==================== rs232_uart
### Placement view, rs232_uart

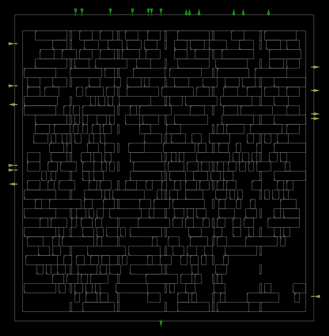

`src/rtl/rs232_uart.sv`:
```
// rs232_uart: 8N1 RS232 transceiver. Frames are LSB first and the line is idle high.
//
// The transmitter and receiver are independent FSMs. Each FSM has its own
// bit-time counter and its own 3-bit bit-index counter.
//
// Ports
//   clk           system clock; all logic runs on the rising edge
//   rst_n         asynchronous active-low reset
//   rx            serial line in; asynchronous to clk
//   tx            serial line out; idle high
//   tx_data[7:0]  byte to send; captured only when tx_start is accepted
//   tx_start      send request; ignored while tx_busy is high
//   tx_busy       high for the 10 bit times of a frame
//   tx_done       one-cycle pulse at the end of the stop bit
//   rx_data[7:0]  last correctly framed byte
//   rx_valid      one-cycle pulse when rx_data is updated
//   rx_frame_err  one-cycle pulse when the stop bit is sampled low
module rs232_uart #(
    parameter int unsigned CLKS_PER_BIT = 870,
    parameter int unsigned HALF_BIT     = CLKS_PER_BIT / 2
) (
    input  logic       clk,
    input  logic       rst_n,
    input  logic       rx,
    output logic       tx,
    input  logic [7:0] tx_data,
    input  logic       tx_start,
    output logic       tx_busy,
    output logic       tx_done,
    output logic [7:0] rx_data,
    output logic       rx_valid,
    output logic       rx_frame_err
);

    localparam int unsigned CW = $clog2(CLKS_PER_BIT);
    localparam logic [CW-1:0] CNT_LAST  = CW'(CLKS_PER_BIT - 1);
    localparam logic [CW-1:0] HALF_LAST = CW'(HALF_BIT - 1);
    localparam logic [CW-1:0] CNT_ONE   = CW'(1);

    localparam logic [1:0] ST_IDLE  = 2'd0;
    localparam logic [1:0] ST_START = 2'd1;
    localparam logic [1:0] ST_DATA  = 2'd2;
    localparam logic [1:0] ST_STOP  = 2'd3;

    // ---------------- receiver ----------------
    logic          rx_meta_q, rx_sync_q;
    logic [1:0]    rx_st_q, rx_st_d;
    logic [CW-1:0] rx_cnt_q, rx_cnt_d;
    logic [2:0]    rx_idx_q, rx_idx_d;
    logic [7:0]    rx_sh_q, rx_sh_d;
    logic [7:0]    rx_data_q, rx_data_d;
    logic          rx_valid_q, rx_valid_d;
    logic          rx_ferr_q, rx_ferr_d;

    always_comb begin
        rx_st_d    = rx_st_q;
        rx_cnt_d   = rx_cnt_q;
        rx_idx_d   = rx_idx_q;
        rx_sh_d    = rx_sh_q;
        rx_data_d  = rx_data_q;
        rx_valid_d = 1'b0;
        rx_ferr_d  = 1'b0;
        case (rx_st_q)
            ST_IDLE: begin
                if (!rx_sync_q) begin
                    rx_st_d  = ST_START;
                    rx_cnt_d = '0;
                    rx_idx_d = '0;
                end
            end
            ST_START: begin
                if (rx_cnt_q == HALF_LAST) begin
                    // A line already back high at mid start bit is a glitch.
                    rx_cnt_d = '0;
                    rx_st_d  = rx_sync_q ? ST_IDLE : ST_DATA;
                end else begin
                    rx_cnt_d = rx_cnt_q + CNT_ONE;
                end
            end
            ST_DATA: begin
                if (rx_cnt_q == CNT_LAST) begin
                    rx_cnt_d = '0;
                    rx_sh_d  = {rx_sync_q, rx_sh_q[7:1]};
                    rx_idx_d = rx_idx_q + 3'd1;
                    if (rx_idx_q == 3'd7) rx_st_d = ST_STOP;
                end else begin
                    rx_cnt_d = rx_cnt_q + CNT_ONE;
                end
            end
            default: begin // ST_STOP
                if (rx_cnt_q == CNT_LAST) begin
                    // Return to IDLE at mid stop bit so a start edge that
                    // follows straight away is not missed.
                    rx_cnt_d = '0;
                    rx_st_d  = ST_IDLE;
                    if (rx_sync_q) begin
                        rx_data_d  = rx_sh_q;
                        rx_valid_d = 1'b1;
                    end else begin
                        rx_ferr_d  = 1'b1;
                    end
                end else begin
                    rx_cnt_d = rx_cnt_q + CNT_ONE;
                end
            end
        endcase
    end

    always_ff @(posedge clk or negedge rst_n) begin
        if (!rst_n) begin
            rx_meta_q  <= 1'b1;
            rx_sync_q  <= 1'b1;
            rx_st_q    <= ST_IDLE;
            rx_cnt_q   <= '0;
            rx_idx_q   <= '0;
            rx_sh_q    <= '0;
            rx_data_q  <= '0;
            rx_valid_q <= 1'b0;
            rx_ferr_q  <= 1'b0;
        end else begin
            rx_meta_q  <= rx;
            rx_sync_q  <= rx_meta_q;
            rx_st_q    <= rx_st_d;
            rx_cnt_q   <= rx_cnt_d;
            rx_idx_q   <= rx_idx_d;
            rx_sh_q    <= rx_sh_d;
            rx_data_q  <= rx_data_d;
            rx_valid_q <= rx_valid_d;
            rx_ferr_q  <= rx_ferr_d;
        end
    end

    assign rx_data      = rx_data_q;
    assign rx_valid     = rx_valid_q;
    assign rx_frame_err = rx_ferr_q;

    // ---------------- transmitter ----------------
    logic [1:0]    tx_st_q, tx_st_d;
    logic [CW-1:0] tx_cnt_q, tx_cnt_d;
    logic [2:0]    tx_idx_q, tx_idx_d;
    logic [7:0]    tx_sh_q, tx_sh_d;
    logic          tx_q, tx_d;
    logic          tx_busy_q, tx_busy_d;
    logic          tx_done_q, tx_done_d;

    always_comb begin
        tx_st_d   = tx_st_q;
        tx_cnt_d  = tx_cnt_q;
        tx_idx_d  = tx_idx_q;
        tx_sh_d   = tx_sh_q;
        tx_d      = tx_q;
        tx_busy_d = tx_busy_q;
        tx_done_d = 1'b0;
        case (tx_st_q)
            ST_IDLE: begin
                tx_d      = 1'b1;
                tx_busy_d = 1'b0;
                if (tx_start) begin
                    tx_sh_d   = tx_data;
                    tx_cnt_d  = '0;
                    tx_idx_d  = '0;
                    tx_st_d   = ST_START;
                    tx_d      = 1'b0;
                    tx_busy_d = 1'b1;
                end
            end
            ST_START: begin
                if (tx_cnt_q == CNT_LAST) begin
                    tx_cnt_d = '0;
                    tx_st_d  = ST_DATA;
                    tx_d     = tx_sh_q[0];
                end else begin
                    tx_cnt_d = tx_cnt_q + CNT_ONE;
                end
            end
            ST_DATA: begin
                if (tx_cnt_q == CNT_LAST) begin
                    tx_cnt_d = '0;
                    if (tx_idx_q == 3'd7) begin
                        tx_st_d = ST_STOP;
                        tx_d    = 1'b1;
                    end else begin
                        // tx is registered, so the next bit is read one
                        // position ahead of the current shift.
                        tx_idx_d = tx_idx_q + 3'd1;
                        tx_sh_d  = {1'b0, tx_sh_q[7:1]};
                        tx_d     = tx_sh_q[1];
                    end
                end else begin
                    tx_cnt_d = tx_cnt_q + CNT_ONE;
                end
            end
            default: begin // ST_STOP
                if (tx_cnt_q == CNT_LAST) begin
                    tx_cnt_d  = '0;
                    tx_st_d   = ST_IDLE;
                    tx_d      = 1'b1;
                    tx_busy_d = 1'b0;
                    tx_done_d = 1'b1;
                end else begin
                    tx_cnt_d = tx_cnt_q + CNT_ONE;
                end
            end
        endcase
    end

    always_ff @(posedge clk or negedge rst_n) begin
        if (!rst_n) begin
            tx_st_q   <= ST_IDLE;
            tx_cnt_q  <= '0;
            tx_idx_q  <= '0;
            tx_sh_q   <= '0;
            tx_q      <= 1'b1;
            tx_busy_q <= 1'b0;
            tx_done_q <= 1'b0;
        end else begin
            tx_st_q   <= tx_st_d;
            tx_cnt_q  <= tx_cnt_d;
            tx_idx_q  <= tx_idx_d;
            tx_sh_q   <= tx_sh_d;
            tx_q      <= tx_d;
            tx_busy_q <= tx_busy_d;
            tx_done_q <= tx_done_d;
        end
    end

    assign tx      = tx_q;
    assign tx_busy = tx_busy_q;
    assign tx_done = tx_done_q;

endmodule

```
`config.mk`:
```
export PLATFORM = sky130hd
export DESIGN_NAME = rs232_uart
export DESIGN_NICKNAME = d
export VERILOG_FILES = /design/src/rtl/rs232_uart.sv
export SDC_FILE = /design/constraint.sdc
export NUM_CORES = 1
export LEC_CHECK = 0
export CELL_PAD_IN_SITES_DETAIL_PLACEMENT = 1
export CELL_PAD_IN_SITES_GLOBAL_PLACEMENT = 1
export CORE_AREA = 2 2 85 87
export DETAILED_ROUTE_END_ITERATION = 10
export DIE_AREA = 0 0 87 89
export PLACE_DENSITY_LB_ADDON = 0.1
export RECOVER_POWER = 100
export SLEW_MARGIN = 20
export SYNTH_ARGS = -nofsm -noshare
export SYNTH_HDL_FRONTEND = slang
export SYNTH_SLANG_ARGS = --single-unit
```
`constraint.sdc`:
```
create_clock -name clk -period 2.35 [get_ports clk]
set_input_delay 0.235 -clock clk [delete_from_list [all_inputs] [get_ports clk]]
set_output_delay 0.235 -clock clk [all_outputs]
set_load 0.005 [all_outputs]
```
==================== sysctl_icap_seq
--- src/rtl/sysctl_icap_seq_pkg.sv ---
// Shared definitions for the sysctl ICAP sequencer: FSM state encoding,
// Spartan-6 sync/type-1 header/command constants and the IPROG ROM lookup.
// A ROM/FIFO word is {ce, write, data[15:0]}; ce/write are active-low.
package sysctl_icap_seq_pkg;

    typedef enum logic [1:0] {StIdle, StRaw, StSeq} state_t;

    localparam logic [15:0] DUMMY_WORD   = 16'hFFFF;
    localparam logic [15:0] SYNC_WORD1   = 16'hAA99;
    localparam logic [15:0] SYNC_WORD2   = 16'h5566;
    localparam logic [15:0] HDR_GENERAL1 = 16'h3261;
    localparam logic [15:0] HDR_GENERAL2 = 16'h3281;
    localparam logic [15:0] HDR_CMD      = 16'h30A1;
    localparam logic [15:0] CMD_IPROG    = 16'h000E;
    localparam logic [15:0] CMD_NOOP     = 16'h2000;

    // {ce, write}: selected+write, or deselected
    localparam logic [1:0] CTL_WRITE    = 2'b00;
    localparam logic [1:0] CTL_DESELECT = 2'b11;

    localparam logic [3:0] SEQ_LAST = 4'd10;

    localparam logic [17:0] IDLE_WORD = {CTL_DESELECT, DUMMY_WORD};

    function automatic logic [17:0] rom_word(input logic [3:0]  idx,
                                             input logic [23:0] addr,
                                             input logic [7:0]  opcode);
        logic [17:0] w;
        case (idx)
            4'd0:    w = {CTL_WRITE, DUMMY_WORD};
            4'd1:    w = {CTL_WRITE, SYNC_WORD1};
            4'd2:    w = {CTL_WRITE, SYNC_WORD2};
            4'd3:    w = {CTL_WRITE, HDR_GENERAL1};
            4'd4:    w = {CTL_WRITE, addr[15:0]};
            4'd5:    w = {CTL_WRITE, HDR_GENERAL2};
            4'd6:    w = {CTL_WRITE, opcode, addr[23:16]};
            4'd7:    w = {CTL_WRITE, HDR_CMD};
            4'd8:    w = {CTL_WRITE, CMD_IPROG};
            4'd9:    w = {CTL_WRITE, CMD_NOOP};
            default: w = {CTL_DESELECT, DUMMY_WORD};
        endcase
        return w;
    endfunction

endpackage

--- src/rtl/sysctl_icap_fifo.sv ---
// Small synchronous FIFO for raw CSR-written ICAP words.
// Ports: clk, rst (sync, active-high), push/din, pop/dout (first-word
// fall-through), full, empty. Push on full is dropped unless a pop happens
// in the same cycle; pop on empty is ignored.
module sysctl_icap_fifo #(
    parameter int unsigned DEPTH_LOG2 = 2,
    parameter int unsigned WIDTH      = 18
) (
    input  logic             clk,
    input  logic             rst,
    input  logic             push,
    input  logic [WIDTH-1:0] din,
    input  logic             pop,
    output logic [WIDTH-1:0] dout,
    output logic             full,
    output logic             empty
);

    localparam int unsigned DEPTH = 1 << DEPTH_LOG2;

    logic [WIDTH-1:0]      mem [DEPTH];
    logic [DEPTH_LOG2-1:0] wr_ptr_q, rd_ptr_q;
    logic [DEPTH_LOG2:0]   count_q;
    logic                  do_push, do_pop;

    assign empty   = (count_q == '0);
    // count never exceeds DEPTH, so its MSB alone marks full
    assign full    = count_q[DEPTH_LOG2];
    assign do_pop  = pop & ~empty;
    assign do_push = push & (~full | do_pop);
    assign dout    = mem[rd_ptr_q];

    always_ff @(posedge clk) begin
        if (do_push && !rst) begin
            mem[wr_ptr_q] <= din;
        end
    end

    always_ff @(posedge clk) begin
        if (rst) begin
            wr_ptr_q <= '0;
            rd_ptr_q <= '0;
            count_q  <= '0;
        end else begin
            if (do_push) wr_ptr_q <= wr_ptr_q + 1'b1;
            if (do_pop)  rd_ptr_q <= rd_ptr_q + 1'b1;
            case ({do_push, do_pop})
                2'b10:   count_q <= count_q + 1'b1;
                2'b01:   count_q <= count_q - 1'b1;
                default: ;
            endcase
        end
    end

endmodule

--- src/rtl/sysctl_icap_seq.sv ---
// Upstream feeder for the sysctl ICAP writer. Words come from a raw FIFO or
// from the built-in Spartan-6 IPROG (warm reboot) sequence.
// Ports: sys_clk, sys_rst (sync, active-high); raw_we/raw_d/raw_full raw word
// push; start/boot_addr IPROG request; busy, done status; icap_ready/icap_we
// writer handshake; icap_d/icap_ce/icap_write presented word.
module sysctl_icap_seq
    import sysctl_icap_seq_pkg::*;
#(
    parameter int unsigned RAW_DEPTH_LOG2 = 2,
    parameter logic [7:0]  SPI_OPCODE     = 8'h0B
) (
    input  logic        sys_clk,
    input  logic        sys_rst,
    input  logic        raw_we,
    input  logic [17:0] raw_d,
    output logic        raw_full,
    input  logic        start,
    input  logic [23:0] boot_addr,
    output logic        busy,
    output logic        done,
    input  logic        icap_ready,
    output logic        icap_we,
    output logic [15:0] icap_d,
    output logic        icap_ce,
    output logic        icap_write
);

    state_t      state_q;
    logic [3:0]  idx_q;
    logic        pending_q;
    logic [23:0] pend_addr_q;
    logic [23:0] run_addr_q;
    logic        done_q;

    logic [17:0] fifo_dout;
    logic        fifo_empty;
    logic        word_avail;
    logic [17:0] word;

    sysctl_icap_fifo #(
        .DEPTH_LOG2 (RAW_DEPTH_LOG2),
        .WIDTH      (18)
    ) u_fifo (
        .clk   (sys_clk),
        .rst   (sys_rst),
        .push  (raw_we),
        .din   (raw_d),
        .pop   ((state_q == StRaw) & icap_we),
        .dout  (fifo_dout),
        .full  (raw_full),
        .empty (fifo_empty)
    );

    always_comb begin
        word_avail = ((state_q == StRaw) & ~fifo_empty) | (state_q == StSeq);
        word       = (state_q == StRaw) ? fifo_dout : rom_word(idx_q, run_addr_q, SPI_OPCODE);
        icap_we    = word_avail & icap_ready & ~sys_rst;
        {icap_ce, icap_write, icap_d} = word_avail ? word : IDLE_WORD;
    end

    assign busy = (state_q != StIdle) | ~fifo_empty | pending_q;
    assign done = done_q;

    always_ff @(posedge sys_clk) begin
        if (sys_rst) begin
            state_q     <= StIdle;
            idx_q       <= '0;
            pending_q   <= 1'b0;
            pend_addr_q <= '0;
            run_addr_q  <= '0;
            done_q      <= 1'b0;
        end else begin
            done_q <= 1'b0;
            if (start && !pending_q) begin
                pending_q   <= 1'b1;
                pend_addr_q <= boot_addr;
            end
            unique case (state_q)
                StIdle: begin
                    if (!fifo_empty) begin
                        state_q <= StRaw;
                    end else if (pending_q) begin
                        // The request is consumed here and its address copied,
                        // so a new start during this run queues the next one.
                        state_q    <= StSeq;
                        idx_q      <= '0;
                        run_addr_q <= pend_addr_q;
                        pending_q  <= 1'b0;
                    end
                end
                StRaw: begin
                    if (fifo_empty) state_q <= StIdle;
                end
                StSeq: begin
                    if (icap_we) begin
                        if (idx_q == SEQ_LAST) begin
                            state_q <= StIdle;
                            done_q  <= 1'b1;
                        end else begin
                            idx_q <= idx_q + 1'b1;
                        end
                    end
                end
                default: state_q <= StIdle;
            endcase
        end
    end

endmodule
--- config.mk ---
export PLATFORM = sky130hd
export DESIGN_NAME = sysctl_icap_seq
export DESIGN_NICKNAME = d
export VERILOG_FILES = /design/src/rtl/sysctl_icap_seq_pkg.sv /design/src/rtl/sysctl_icap_fifo.sv /design/src/rtl/sysctl_icap_seq.sv
export SDC_FILE = /design/constraint.sdc
export NUM_CORES = 1
export LEC_CHECK = 0
export CORE_UTILIZATION = 55
export CTS_BUF_LIST = sky130_fd_sc_hd__clkbuf_8
export CTS_CLUSTER_DIAMETER = 150
export CTS_CLUSTER_SIZE = 40
export DETAILED_ROUTE_END_ITERATION = 6
export PLACE_DENSITY = 0.79
export SYNTH_ARGS = -nofsm -noshare
export SYNTH_HDL_FRONTEND = slang
export SYNTH_SLANG_ARGS = --single-unit
--- constraint.sdc ---
create_clock -name sys_clk -period 4.25 [get_ports sys_clk]
set_input_delay 0.85 -clock sys_clk [delete_from_list [all_inputs] [get_ports sys_clk]]
set_output_delay 0.85 -clock sys_clk [all_outputs]
set_load 0.005 [all_outputs]
==================== add_accum_ctrl_flat
**src/rtl/add_accum_ctrl_pkg.sv**
```systemverilog
// Shared types and defaults for the multi-operand summation controller.
// State encodings are fixed because other tooling decodes them.
package add_accum_ctrl_pkg;

  localparam int unsigned DefWidth = 8;
  localparam int unsigned DefCntW  = 4;

  typedef enum logic [1:0] {
    StIdle  = 2'd0,
    StAccum = 2'd1,
    StFin   = 2'd2
  } state_e;

endpackage

```
**src/rtl/add_accum_ctrl_if.sv**
```systemverilog
// Operand stream, command, adder and result signals of the summation controller.
interface add_accum_ctrl_if
  import add_accum_ctrl_pkg::*;
#(
  parameter int unsigned Width = DefWidth,
  parameter int unsigned CntW  = DefCntW
);

  logic             start;
  logic [CntW-1:0]  count;
  logic             abort;
  logic             in_valid;
  logic [Width-1:0] in_data;
  logic             in_ready;
  logic [Width-1:0] add_a;
  logic [Width-1:0] add_b;
  logic [Width-1:0] add_y;
  logic [Width-1:0] sum;
  logic             ovf;
  logic             busy;
  logic             done;

  modport master (
    output start, count, abort, in_valid, in_data, add_y,
    input  in_ready, add_a, add_b, sum, ovf, busy, done
  );

  modport slave (
    input  start, count, abort, in_valid, in_data, add_y,
    output in_ready, add_a, add_b, sum, ovf, busy, done
  );

endinterface

```
**src/rtl/add_accum_ctrl_op_counter.sv**
```systemverilog
// Loadable down-counter tracking operands still to be accepted in a run.
module add_accum_ctrl_op_counter #(
  parameter int unsigned CntW = 4
) (
  input  logic            clk,
  input  logic            rst_n,
  input  logic            load,
  input  logic            dec,
  input  logic [CntW-1:0] load_val,
  output logic            is_one
);

  logic [CntW-1:0] rem_q, rem_d;

  always_comb begin
    rem_d = rem_q;
    if (load) begin
      rem_d = load_val;
    end else if (dec) begin
      rem_d = rem_q - CntW'(1);
    end
  end

  always_ff @(posedge clk or negedge rst_n) begin
    if (!rst_n) begin
      rem_q <= '0;
    end else begin
      rem_q <= rem_d;
    end
  end

  assign is_one = (rem_q == CntW'(1));

endmodule

```
**src/rtl/add_accum_ctrl.sv**
```systemverilog
// Summation controller: feeds the external adder, accumulates COUNT operands,
// then publishes SUM/OVF with a 1-cycle DONE.
module add_accum_ctrl
  import add_accum_ctrl_pkg::*;
#(
  parameter int unsigned Width = DefWidth,
  parameter int unsigned CntW  = DefCntW
) (
  input logic             clk,
  input logic             rst_n,
  add_accum_ctrl_if.slave bus
);

  state_e           state_q, state_d;
  logic [Width-1:0] acc_q, acc_d;
  logic             ovf_acc_q, ovf_acc_d;
  logic [Width-1:0] sum_q, sum_d;
  logic             ovf_q, ovf_d;
  logic             cnt_load, cnt_dec, cnt_is_one;
  logic             in_accum;

  add_accum_ctrl_op_counter #(
    .CntW (CntW)
  ) u_op_counter (
    .clk      (clk),
    .rst_n    (rst_n),
    .load     (cnt_load),
    .dec      (cnt_dec),
    .load_val (bus.count),
    .is_one   (cnt_is_one)
  );

  assign in_accum = (state_q == StAccum);

  always_comb begin
    state_d   = state_q;
    acc_d     = acc_q;
    ovf_acc_d = ovf_acc_q;
    sum_d     = sum_q;
    ovf_d     = ovf_q;
    cnt_load  = 1'b0;
    cnt_dec   = 1'b0;
    unique case (state_q)
      StIdle: begin
        if (bus.start && !bus.abort) begin
          acc_d     = '0;
          ovf_acc_d = 1'b0;
          if (bus.count != '0) begin
            state_d  = StAccum;
            cnt_load = 1'b1;
          end else begin
            state_d = StFin;
            sum_d   = '0;
            ovf_d   = 1'b0;
          end
        end
      end
      StAccum: begin
        if (bus.abort) begin
          state_d = StIdle;
        end else if (bus.in_valid) begin
          acc_d     = bus.add_y;
          // A result below the old accumulator means the add wrapped.
          ovf_acc_d = ovf_acc_q | (bus.add_y < acc_q);
          cnt_dec   = 1'b1;
          if (cnt_is_one) begin
            state_d = StFin;
            sum_d   = bus.add_y;
            ovf_d   = ovf_acc_d;
          end
        end
      end
      StFin: begin
        state_d = StIdle;
      end
      default: begin
        state_d = StIdle;
      end
    endcase
  end

  always_ff @(posedge clk or negedge rst_n) begin
    if (!rst_n) begin
      state_q   <= StIdle;
      acc_q     <= '0;
      ovf_acc_q <= 1'b0;
      sum_q     <= '0;
      ovf_q     <= 1'b0;
    end else begin
      state_q   <= state_d;
      acc_q     <= acc_d;
      ovf_acc_q <= ovf_acc_d;
      sum_q     <= sum_d;
      ovf_q     <= ovf_d;
    end
  end

  assign bus.in_ready = in_accum;
  assign bus.busy     = in_accum;
  assign bus.done     = (state_q == StFin);
  assign bus.add_a    = acc_q;
  assign bus.add_b    = in_accum ? bus.in_data : '0;
  assign bus.sum      = sum_q;
  assign bus.ovf      = ovf_q;

endmodule

```
**src/flat_wrapper.sv**
```systemverilog
// flat-port wrapper written by rule: the top's interface ports become plain ports
module add_accum_ctrl_flat import add_accum_ctrl_pkg::*;
#(
  parameter int unsigned Width = DefWidth,
  parameter int unsigned CntW  = DefCntW
)
  (clk, rst_n, bus_start, bus_count, bus_abort, bus_in_valid, bus_in_data, bus_add_y, bus_in_ready, bus_add_a, bus_add_b, bus_sum, bus_ovf, bus_busy, bus_done);
  add_accum_ctrl_if #(.Width(Width), .CntW(CntW)) bus_i ();
  input logic clk;
  input logic rst_n;
  input wire logic [$bits(bus_i.start)-1:0] bus_start;
  input wire logic [$bits(bus_i.count)-1:0] bus_count;
  input wire logic [$bits(bus_i.abort)-1:0] bus_abort;
  input wire logic [$bits(bus_i.in_valid)-1:0] bus_in_valid;
  input wire logic [$bits(bus_i.in_data)-1:0] bus_in_data;
  input wire logic [$bits(bus_i.add_y)-1:0] bus_add_y;
  output wire logic [$bits(bus_i.in_ready)-1:0] bus_in_ready;
  output wire logic [$bits(bus_i.add_a)-1:0] bus_add_a;
  output wire logic [$bits(bus_i.add_b)-1:0] bus_add_b;
  output wire logic [$bits(bus_i.sum)-1:0] bus_sum;
  output wire logic [$bits(bus_i.ovf)-1:0] bus_ovf;
  output wire logic [$bits(bus_i.busy)-1:0] bus_busy;
  output wire logic [$bits(bus_i.done)-1:0] bus_done;
  assign bus_i.start = bus_start;
  assign bus_i.count = bus_count;
  assign bus_i.abort = bus_abort;
  assign bus_i.in_valid = bus_in_valid;
  assign bus_i.in_data = bus_in_data;
  assign bus_i.add_y = bus_add_y;
  assign bus_in_ready = bus_i.in_ready;
  assign bus_add_a = bus_i.add_a;
  assign bus_add_b = bus_i.add_b;
  assign bus_sum = bus_i.sum;
  assign bus_ovf = bus_i.ovf;
  assign bus_busy = bus_i.busy;
  assign bus_done = bus_i.done;
  add_accum_ctrl #(.Width(Width), .CntW(CntW)) u_core (.clk(clk), .rst_n(rst_n), .bus(bus_i));
endmodule
```
**config.mk**
```make
export PLATFORM = sky130hd
export DESIGN_NAME = add_accum_ctrl_flat
export DESIGN_NICKNAME = d
export VERILOG_FILES = /design/src/rtl/add_accum_ctrl_pkg.sv /design/src/rtl/add_accum_ctrl_if.sv /design/src/rtl/add_accum_ctrl_op_counter.sv /design/src/rtl/add_accum_ctrl.sv /design/src/flat_wrapper.sv
export SDC_FILE = /design/constraint.sdc
export NUM_CORES = 1
export LEC_CHECK = 0
export CORE_MARGIN = 5
export CORE_UTILIZATION = 50
export DETAILED_ROUTE_END_ITERATION = 6
export DONT_BUFFER_PORTS = 1
export GPL_ROUTABILITY_DRIVEN = 0
export PLACE_DENSITY = 0.68
export SETUP_SLACK_MARGIN = 0.2
export SKIP_LAST_GASP = 1
export SLEW_MARGIN = 15
export SYNTH_ARGS = -nofsm -noshare
export SYNTH_HDL_FRONTEND = slang
export SYNTH_SLANG_ARGS = --single-unit
export TNS_END_PERCENT = 10
```
**constraint.sdc**
```tcl
create_clock -name clk -period 1.7 [get_ports clk]
set_clock_uncertainty 0.1 [all_clocks]
set_input_delay 0.255 -clock clk [delete_from_list [all_inputs] [get_ports clk]]
set_output_delay 0.255 -clock clk [all_outputs]
set_load 0.01 [all_outputs]
```
==================== commit_trace_packer
$ cat config.mk
export PLATFORM = sky130hd
export DESIGN_NAME = commit_trace_packer
export DESIGN_NICKNAME = d
export VERILOG_FILES = /design/src/rtl/commit_trace_packer.sv
export SDC_FILE = /design/constraint.sdc
export NUM_CORES = 2
export LEC_CHECK = 0
export CAP_MARGIN = 0
export CELL_PAD_IN_SITES_DETAIL_PLACEMENT = 1
export CELL_PAD_IN_SITES_GLOBAL_PLACEMENT = 1
export CORE_ASPECT_RATIO = 0.7
export CORE_MARGIN = 2
export CORE_UTILIZATION = 35
export CTS_BUF_LIST = sky130_fd_sc_hd__clkbuf_8
export DETAILED_ROUTE_END_ITERATION = 16
export GPL_TIMING_DRIVEN = 0
export PLACE_DENSITY = 0.68
export SYNTH_ARGS = -nofsm -noshare
export SYNTH_HDL_FRONTEND = slang
export SYNTH_SLANG_ARGS = --single-unit
$ cat constraint.sdc
create_clock -name clock -period 9.05 [get_ports clock]
set_clock_uncertainty 0.1 [all_clocks]
set_input_delay 1.81 -clock clock [delete_from_list [all_inputs] [get_ports clock]]
set_output_delay 1.81 -clock clock [all_outputs]
set_load 0.1 [all_outputs]
$ cat src/rtl/commit_trace_packer.sv
// Commit-trace packer: folds retire, data-memory and trap strobes from the core
// into one aligned commit packet per retired instruction, buffered in a
// show-ahead FIFO and presented to the checker with a valid/ready handshake.
module commit_trace_packer #(
    parameter int unsigned DEPTH = 4,
    parameter int unsigned XLEN  = 32
) (
    input  logic            clock,
    input  logic            reset_n,
    input  logic            retire_valid,
    input  logic [XLEN-1:0] retire_pc,
    input  logic [31:0]     retire_inst,
    input  logic            retire_trap,
    input  logic [31:0]     trap_cause,
    input  logic            mem_valid,
    input  logic [XLEN-1:0] mem_addr,
    input  logic [3:0]      mem_wstrb,
    input  logic [1:0]      mem_ldwidth,
    input  logic [XLEN-1:0] mem_wdata,
    input  logic            mem_rvalid,
    input  logic [XLEN-1:0] mem_rdata,
    output logic            out_valid,
    input  logic            out_ready,
    output logic            instCommit_valid,
    output logic [31:0]     instCommit_inst,
    output logic [XLEN-1:0] instCommit_pc,
    output logic            mem_read_valid,
    output logic [XLEN-1:0] mem_read_addr,
    output logic [5:0]      mem_read_memWidth,
    output logic [XLEN-1:0] mem_read_data,
    output logic            mem_write_valid,
    output logic [XLEN-1:0] mem_write_addr,
    output logic [5:0]      mem_write_memWidth,
    output logic [XLEN-1:0] mem_write_data,
    output logic            event_valid,
    output logic [31:0]     event_cause,
    output logic [XLEN-1:0] event_exceptionPC,
    output logic [31:0]     event_exceptionInst,
    output logic            overflow,
    output logic            proto_err
);
    localparam int unsigned AW = $clog2(DEPTH);
    localparam int unsigned PW = AW + 1;
    localparam int unsigned MW = 6;

    typedef struct packed {
        logic            inst_valid;
        logic [31:0]     inst;
        logic [XLEN-1:0] pc;
        logic            rd_valid;
        logic [XLEN-1:0] rd_addr;
        logic [MW-1:0]   rd_width;
        logic [XLEN-1:0] rd_data;
        logic            wr_valid;
        logic [XLEN-1:0] wr_addr;
        logic [MW-1:0]   wr_width;
        logic [XLEN-1:0] wr_data;
        logic            ev_valid;
        logic [31:0]     ev_cause;
        logic [XLEN-1:0] ev_pc;
        logic [31:0]     ev_inst;
    } pkt_t;

    typedef struct packed {
        logic            valid;
        logic [XLEN-1:0] addr;
        logic [3:0]      wstrb;
        logic [1:0]      ldwidth;
        logic [XLEN-1:0] wdata;
        logic            rvalid;
        logic [XLEN-1:0] rdata;
    } pend_t;

    pend_t         pend_q, pend_d;
    pkt_t          pkt_c, head_c;
    pkt_t          mem_q [DEPTH];
    logic [PW-1:0] wr_ptr_q, rd_ptr_q;
    logic          overflow_q, proto_err_q;

    logic            src_valid, src_load, rdata_ok, src_has_data;
    logic [XLEN-1:0] src_addr, src_wdata, src_rdata;
    logic [3:0]      src_wstrb;
    logic [1:0]      src_ldwidth;
    logic [2:0]      strb_cnt;
    logic [MW-1:0]   st_width, ld_width;
    logic            st_err, ld_err, err_c;
    logic            full, pop, do_push, drop;

    // Access source selection (same-cycle bypass), packet formation, protocol checks.
    always_comb begin
        src_valid    = mem_valid | pend_q.valid;
        src_addr     = mem_valid ? mem_addr    : pend_q.addr;
        src_wstrb    = mem_valid ? mem_wstrb   : pend_q.wstrb;
        src_ldwidth  = mem_valid ? mem_ldwidth : pend_q.ldwidth;
        src_wdata    = mem_valid ? mem_wdata   : pend_q.wdata;
        src_load     = src_valid && (src_wstrb == 4'd0);
        rdata_ok     = mem_rvalid && src_load;
        src_has_data = rdata_ok || (!mem_valid && pend_q.rvalid);
        src_rdata    = rdata_ok ? mem_rdata : (mem_valid ? '0 : pend_q.rdata);

        strb_cnt = 3'(src_wstrb[0]) + 3'(src_wstrb[1]) + 3'(src_wstrb[2]) + 3'(src_wstrb[3]);
        st_err   = 1'b0;
        case (strb_cnt)
            3'd1:    st_width = 6'd8;
            3'd2:    st_width = 6'd16;
            3'd4:    st_width = 6'd32;
            default: begin st_width = 6'd32; st_err = 1'b1; end
        endcase
        ld_err = 1'b0;
        case (src_ldwidth)
            2'd0:    ld_width = 6'd8;
            2'd1:    ld_width = 6'd16;
            2'd2:    ld_width = 6'd32;
            default: begin ld_width = 6'd32; ld_err = 1'b1; end
        endcase

        err_c = (mem_valid && pend_q.valid) || (mem_rvalid && !src_load);
        pkt_c = '0;
        if (retire_valid) begin
            pkt_c.inst = retire_inst;
            pkt_c.pc   = retire_pc;
            if (retire_trap) begin
                pkt_c.ev_valid = 1'b1;
                pkt_c.ev_cause = trap_cause;
                pkt_c.ev_pc    = retire_pc;
                pkt_c.ev_inst  = retire_inst;
            end else begin
                pkt_c.inst_valid = 1'b1;
                if (src_valid && !src_load) begin
                    pkt_c.wr_valid = 1'b1;
                    pkt_c.wr_addr  = src_addr;
                    pkt_c.wr_width = st_width;
                    pkt_c.wr_data  = src_wdata;
                    err_c          = err_c | st_err;
                end else if (src_load) begin
                    pkt_c.rd_valid = 1'b1;
                    pkt_c.rd_addr  = src_addr;
                    pkt_c.rd_width = ld_width;
                    pkt_c.rd_data  = src_has_data ? src_rdata : '0;
                    err_c          = err_c | ld_err | !src_has_data;
                end
            end
        end

        pend_d = pend_q;
        if (retire_valid) begin
            pend_d = '0;
        end else if (mem_valid) begin
            pend_d.valid   = 1'b1;
            pend_d.addr    = mem_addr;
            pend_d.wstrb   = mem_wstrb;
            pend_d.ldwidth = mem_ldwidth;
            pend_d.wdata   = mem_wdata;
            pend_d.rvalid  = rdata_ok;
            pend_d.rdata   = rdata_ok ? mem_rdata : '0;
        end else if (rdata_ok) begin
            pend_d.rvalid = 1'b1;
            pend_d.rdata  = mem_rdata;
        end
    end

    assign out_valid = (wr_ptr_q != rd_ptr_q);
    assign full      = (wr_ptr_q[AW] != rd_ptr_q[AW]) && (wr_ptr_q[AW-1:0] == rd_ptr_q[AW-1:0]);
    assign pop       = out_valid && out_ready;
    assign do_push   = retire_valid && (!full || pop);
    assign drop      = retire_valid && full && !pop;

    // Pending access, FIFO pointers and sticky error flags.
    always_ff @(posedge clock or negedge reset_n) begin
        if (!reset_n) begin
            pend_q      <= '0;
            wr_ptr_q    <= '0;
            rd_ptr_q    <= '0;
            overflow_q  <= 1'b0;
            proto_err_q <= 1'b0;
        end else begin
            pend_q      <= pend_d;
            overflow_q  <= overflow_q | drop;
            proto_err_q <= proto_err_q | err_c;
            if (do_push) wr_ptr_q <= wr_ptr_q + PW'(1);
            if (pop)     rd_ptr_q <= rd_ptr_q + PW'(1);
        end
    end

    // Packet storage; contents are only observed through valid pointers.
    always_ff @(posedge clock) begin
        if (do_push) mem_q[wr_ptr_q[AW-1:0]] <= pkt_c;
    end

    // Head packet, zeroed when the FIFO is empty so every field gates on out_valid.
    always_comb begin
        head_c = out_valid ? mem_q[rd_ptr_q[AW-1:0]] : '0;
    end

    assign instCommit_valid    = head_c.inst_valid;
    assign instCommit_inst     = head_c.inst;
    assign instCommit_pc       = head_c.pc;
    assign mem_read_valid      = head_c.rd_valid;
    assign mem_read_addr       = head_c.rd_addr;
    assign mem_read_memWidth   = head_c.rd_width;
    assign mem_read_data       = head_c.rd_data;
    assign mem_write_valid     = head_c.wr_valid;
    assign mem_write_addr      = head_c.wr_addr;
    assign mem_write_memWidth  = head_c.wr_width;
    assign mem_write_data      = head_c.wr_data;
    assign event_valid         = head_c.ev_valid;
    assign event_cause         = head_c.ev_cause;
    assign event_exceptionPC   = head_c.ev_pc;
    assign event_exceptionInst = head_c.ev_inst;
    assign overflow            = overflow_q;
    assign proto_err           = proto_err_q;

endmodule


==> layout pictures side by side <==
Placement view.
shot_01.png
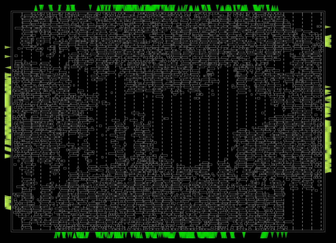
shot_02.png
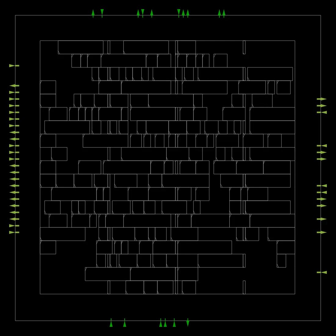
shot_03.png
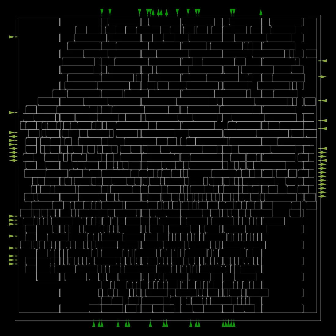
For sysctl_icap_seq, see shot_03.png.
For commit_trace_packer, see shot_01.png.
For add_accum_ctrl_flat, see shot_02.png.

### Local utilization, commit_trace_packer

The die is cut into 23 by 16 equal tiles; dark blue is low, red is high, 0 to 100% covered.
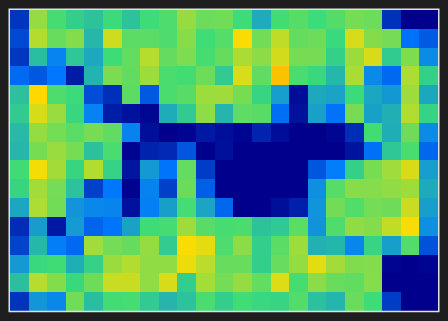
emptiest ninth of the die: centre
nearly empty tiles: 10%
fullest tile: 78%
share of the core filled with cells: 0.4344
fp util: 0.3513
area of the core: 147300 sq um

==> run summary, commit_trace_packer <==
Implementation status.

- The clock buffer count in the final layout is 220.
- Setup slack on the worst path after placement came out at 2.640 ns.
- The total of flip-flops plus latches after synthesis is 1304.
- The count of final max-slew check failures is 0.
- The run finished with clean final reports.
- Timing would allow up to 151.7 MHz.
- The routed wirelength on the met1 layer is recorded as 60630 um.
- The layout report lists the non-clock buffer share of cell area as 0.1051.
- Setup repair after global routing left no endpoint under its margin.
- Across all setup checks in the final design, the least slack found is 2.456 ns.
- The DRC violations left is 0.
- Per the synthesis report, the simple-gate share of the synthesized area is 0.07972.
- STA shows the worst reg2reg path with a cell count of 6.
-- commit_trace_packer: worst register-to-register path, delay by kind of cell, from the launching register on --
| family | cells | cell delay [ns] |
|---|---|---|
| AND-OR/OR-AND | 1 | 0.61 |
| XOR/XNOR | 1 | 0.19 |
| buffers and inverters | 3 | 0.98 |
| flip-flops | 1 | 0.42 |
| AND/OR/NAND/NOR | 1 | 0.75 |
-- commit_trace_packer: flip-flops by register name, summed over array words and instances (netlist names) --
name / cells
mem_q: 1192
pend_q: 104
rd_ptr_q: 3
wr_ptr_q: 3
overflow: 1
proto_err: 1
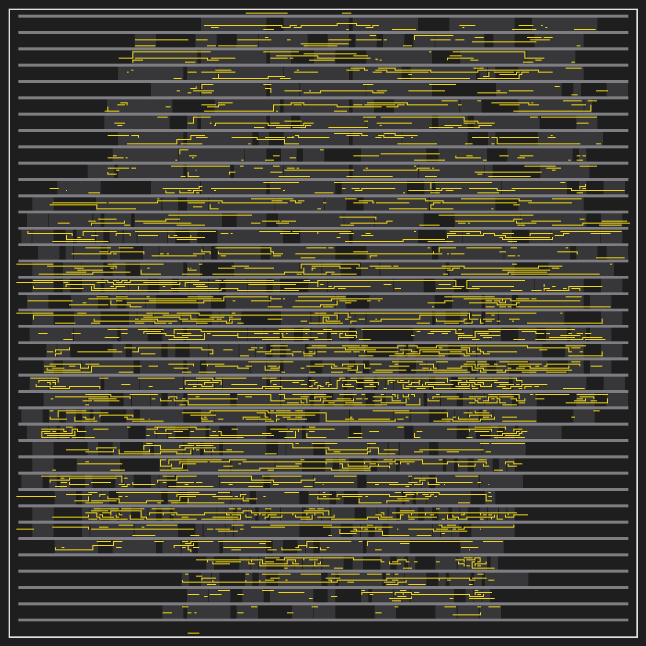
*Signal wires on met1, sysctl_icap_seq*
Drawn at 6 px/um. Supply wires on this layer in grey.
nets with wire on the layer: 546
share of all routed wire: 42%
vias: 4028
met1 Resource Use GR: 0.2922

### Drive-strength map, sysctl_icap_seq

Drawn at 4 px/um.
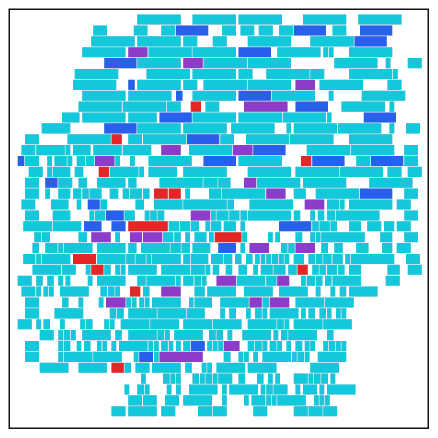
[red] drive 3 to 4 | cells: 13 | share: 2.3%
[blue] drive 2 | cells: 29 | share: 5.1% | most used: mux4_2
[cyan] drive 1 or less | cells: 500 | share: 88% | most used: nand2_1
[purple] drive 6 and up | cells: 24 | share: 4.2% | most used: clkbuf_8
growth of design area from synthesis to finish: 18.94%
total non-filler cell area in the finished layout: 6859 sq um

==> run summary, sysctl_icap_seq <==
Implementation status.

- Per the synthesis report, the AND-OR/OR-AND share of the synthesized area is 0.1180.
- The post-CTS setup-driven buffer insertion count is 0.
- Of the cells placed in the final design, the portion with a size suffix greater than 1 is 0.1166.
- For this design, the slowest cell found on the critical path is sky130_fd_sc_hd__ha_1.
- Per the synthesis report, the simple-gate share of the synthesized area is 0.1373.
- The root cell of the clock tree is sky130_fd_sc_hd__clkbuf_8.
- The number of port buffers is 68.
- The maximum frequency from static timing analysis is 248.7 MHz.
- The register with the most flip-flops in the layout has 72 of them.
- TritonCTS built the clock tree.
- The delay of the slowest cell on the worst path is 0.77 ns.
- The sequential-to-total area share from yosys stat is 0.6006.
- The run finished with clean final reports.
- The class of the tightest hold or removal check is register to register.
- The post-layout minimum cycle time is 4.020 ns.
- The most common logic cells in the final layout are sky130_fd_sc_hd__nand2_1, sky130_fd_sc_hd__edfxtp_1, sky130_fd_sc_hd__clkdlybuf4s50_1.
- The total of flip-flops plus latches after synthesis is 137.
[sysctl_icap_seq: area by class of cell]
class                           count  area [sq um]
Sequential cell                   137          3463
Timing Repair Buffer               71         698.2
Clock inverter                     15         165.2
Fill cell                         751          3372
Inverter                            9         33.78
Clock buffer                       17         234.0
Multi-Input combinational cell    317          2095
Tap cell                          136         170.2
[sysctl_icap_seq: path summary, 6_finish.rpt]
check	end	cells past startpoint
max	icap_d[1]	7
min	run_addr_q[5]$_SDFFE_PP0P_	2
min reg2reg	run_addr_q[5]$_SDFFE_PP0P_	2
max reg2reg	idx_q[1]$_SDFFE_PP0P_	6
### Drive-strength map, add_accum_ctrl_flat

Drawn at 6 px/um.
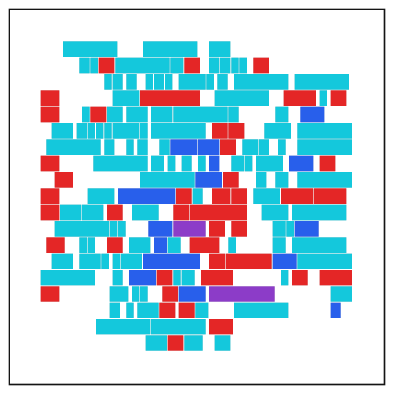
[blue] drive 2 | cells: 15 | share: 8.9% | most used: mux2_2
[red] drive 3 to 4 | cells: 43 | share: 26% | most used: buf_4
[cyan] drive 1 or less | cells: 108 | share: 64% | most used: dfrtp_1
[purple] drive 6 and up | cells: 2 | share: 1.2%
growth of design area from synthesis to finish: 32.02%
Worst Slack Setup Final: 0.04099 ns
number of non-clock buffers: 33

### Signal wires on met1, add_accum_ctrl_flat

Drawn at 10 px/um. Supply wires on this layer in grey.
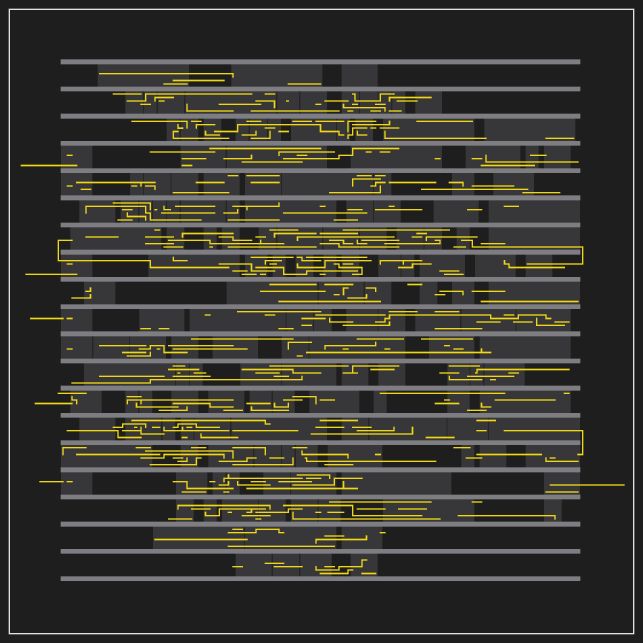
longest straight run: 18.4 um
wire length on this layer: 1360 um
nets with wire on the layer: 183
share of all routed wire: 41%
main direction: horizontal
drt total wl: 3353 um
vias: 1135
met1 Resource Use GR: 0.1968

==> run summary, add_accum_ctrl_flat <==
Implementation status.

- The flow ran to the end, and the final reports show no timing, DRC or antenna violations.
- Post-CTS repair ended up resizing 15 cells.
- The uppermost layer routed is met4.
- Yosys reports that the most numerous cell types are sky130_fd_sc_hd__dfrtp_1, sky130_fd_sc_hd__nand2_1, sky130_fd_sc_hd__o21ai_0.
- The DRC violations left is 0.
- The critical path crosses 5 cells after its start point.
- Before any placement, the netlist area is recorded as 1368 sq um.
- The clock tree cell share of total cell area is 0.02911.
- The net count after synthesis is 170.
- The clock tree from TritonCTS is built.
- The launching point of the worst reg2reg path is u_core.state_q[1]$_DFFE_PN0P_.
- The number of nets still failing antenna checks after routing is 0.
- The CTS report gives the tree buffer count as 3.
- In this run, post-CTS hold repair placed 9 buffers.
- The startpoint identified for the worst hold timing path is bus_in_valid.
- The global routing report lists met2 layer usage as 0.3057.
- For this run, the script counts the antenna cells in the layout as 0.
- The last timing report of the flow puts the setup violation total at 0.
- The layout multi-input combinational cell count is 96.
- Per STA, the worst path accumulates the most delay in the family flip-flops.
- The register-to-register setup slack is 0.04 ns.
- Post-CTS timing repair inserted 3 buffers for setup.
- Entering global routing, the biggest net connects 25 pins.
- Per the detail_route report, vias per standard cell equal 5.704.
- met2 is the most crowded layer.
- The number of flops mapped to enable cells by yosys is 0.
- Setup repair after global routing could not meet its margin everywhere.
- The count of synthesis-stage warnings from yosys is 0.
- For reference, the top cells by area after synthesis are sky130_fd_sc_hd__dfrtp_1, sky130_fd_sc_hd__ha_1, sky130_fd_sc_hd__and2_1, sky130_fd_sc_hd__mux2_4, sky130_fd_sc_hd__o21ai_0.
- The total of flip-flops plus latches after synthesis is 24.
- Warnings raised by the tools during the run amount to 30.
- The tree is rooted in a sky130_fd_sc_hd__clkbuf_4.
- The number of violations of the max-capacitance limit is 0.
==> add_accum_ctrl_flat: metrics by stage <==
step | instances | setup TNS, ns | area (sq um) | setup WS (ns)
6_report | 199 | 0 | 1805 | 0.04099
5_1_grt | 199 | -0.009627 | 1805 | -0.006084
4_1_cts | 196 | 0 | 1739 | 0.03982
3_5_place_dp | 179 | -0.1167 | 1528 | -0.02727
3_3_place_gp | 179 | 0 | 1528 | 0.03437
2_1_floorplan | 136 | 0 | 1398 | 0.01851
### Signal wires on met1, rs232_uart

Drawn at 6 px/um. Supply wires on this layer in grey.
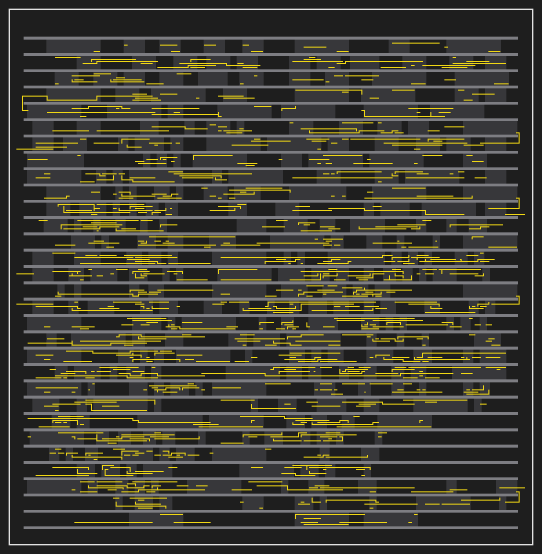
share of all routed wire: 45%
longest straight run: 26.9 um
drt total wl: 6452 um
vias: 2244
met1 Resource Use GR: 0.2223

About 'Placement view' of rs232_uart:
share of the core filled with cells: 0.5402
Tap Cells: 80
sequential share of cell area: 0.4216
sequential cell count: 61

==> run summary, rs232_uart <==
Implementation status.

- The run finished with clean final reports.
- The clock-pin slew of the registers on the worst-case setup and hold paths is 0.08 ns.
- The post-detailed-placement half-perimeter wirelength is 4692 um.
- The synthesized netlist occupies a cell area of 3059 sq um.
- The number of nets still failing antenna checks after routing is 0.
- The number of gates resized after CTS was 0.
- Per the post-synthesis stats, the area per cell is 11.00 sq um.
- Looking at area per cell type in the netlist, the leader is sky130_fd_sc_hd__dfrtp_1.
- The clock buffer count in the final layout is 9.
- The number of detailed-routing iterations run before antenna repair is 4.
- The post-synth register bit count is 61.
- The post-route worst hold slack is 0.3552 ns.
- After synthesis, the share of flip-flops with an asynchronous set or reset is 1.000.
- The multi-input combinational area share is 0.3974.
- The length in cells of the worst reg-to-reg path is 6.
- Based on the critical path, the design can be clocked at up to 449.0 MHz.
- The fraction of layout instances using a drive strength above 1 is 0.2150.
- For the worst setup path, the data required time is 2.59 ns.
- The count of pins on the block boundary is 25.
- Once placement finished, the instance area stood at 3450 sq um.
- According to the floorplan log, the row count is 30.
- The destination of the worst register-to-register timing path is rx_data[5]$_DFFE_PN0P_.
- The most numerous cell in the Yosys netlist is sky130_fd_sc_hd__dfrtp_1.
- The number of endpoints failing setup at the final stage is 0.
- Counting instances in the post-synthesis netlist gives the leading cell types as sky130_fd_sc_hd__dfrtp_1, sky130_fd_sc_hd__mux2_2, sky130_fd_sc_hd__nor2_1.
rs232_uart: cell families after synthesis:
logic type / share of synthesized area
adder cells (fa/ha/maj): 0.05317
AND-OR/OR-AND: 0.1014
AND/OR/NAND/NOR: 0.1783
XOR/XNOR: 0.02004
multiplexers: 0.1215
buffers and inverters: 0.02536
flip-flops: 0.5002
rs232_uart: routing by layer:
metal | up-vias | part of all wire
li1 | 1082 | -
met3 | 13 | 0.021
met2 | 20 | 0.52
met4 | 0 | 0.016
met5 | - | 0
met1 | 1129 | 0.44


==> gallery <==
Local utilization.
Plate I
Drawn at 6 px/um. The die is cut into 6 by 6 equal tiles; dark blue is low, red is high, 0 to 100% covered.
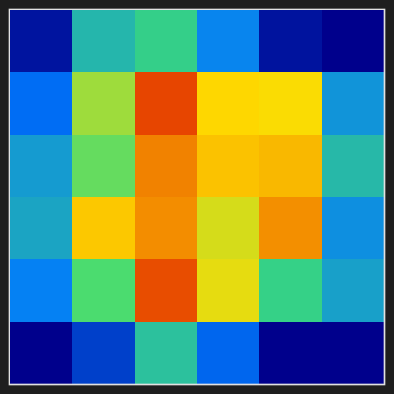
Plate II
Drawn at 4 px/um. The die is cut into 10 by 10 equal tiles; dark blue is low, red is high, 0 to 100% covered.
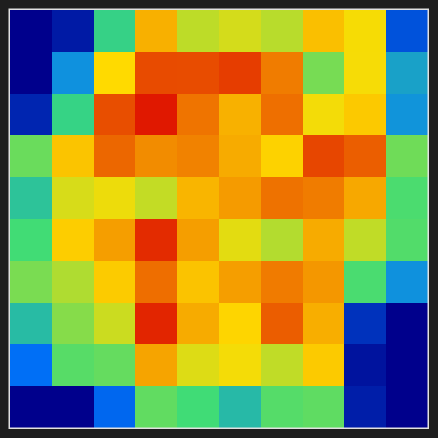
Plate III
Drawn at 4 px/um. The die is cut into 9 by 9 equal tiles; dark blue is low, red is high, 0 to 100% covered.
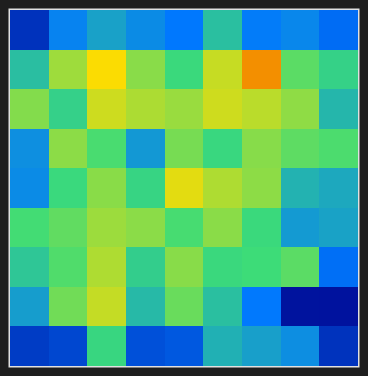
sysctl_icap_seq -> Plate II
add_accum_ctrl_flat -> Plate I
rs232_uart -> Plate III
Of these, largest die: Plate II
Of these, smallest die: Plate I


==> screenshots <==
Nets reached from selected ports.
image #1
Drawn at 6 px/um.
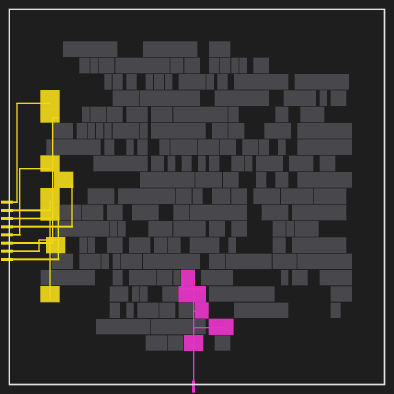
image #2
Drawn at 1 px/um.
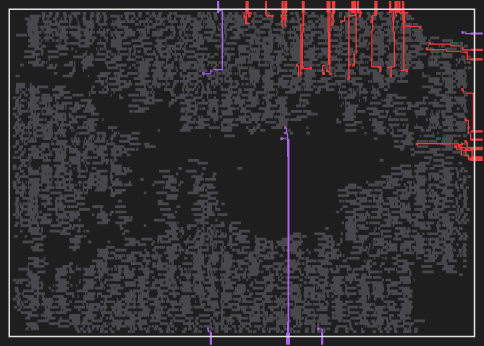
image #3
Drawn at 4 px/um.
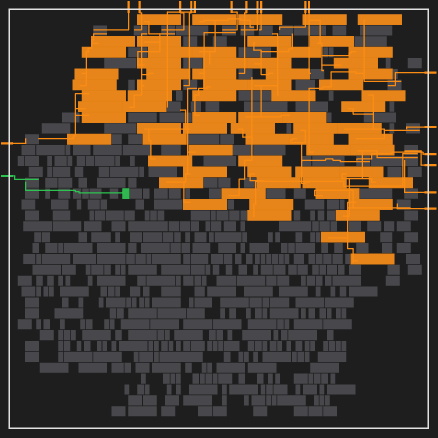
image #4
Drawn at 4 px/um.
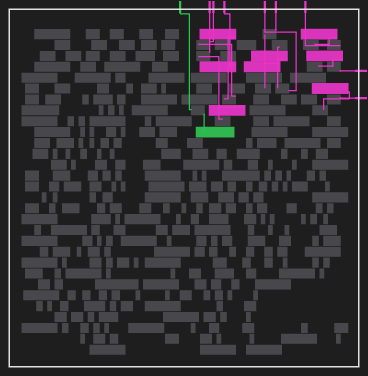
Image #3 comes from sysctl_icap_seq.
Image #1 comes from add_accum_ctrl_flat.
Image #2 comes from commit_trace_packer.
Image #4 comes from rs232_uart.
- most cells: image #2
- smallest die: image #1

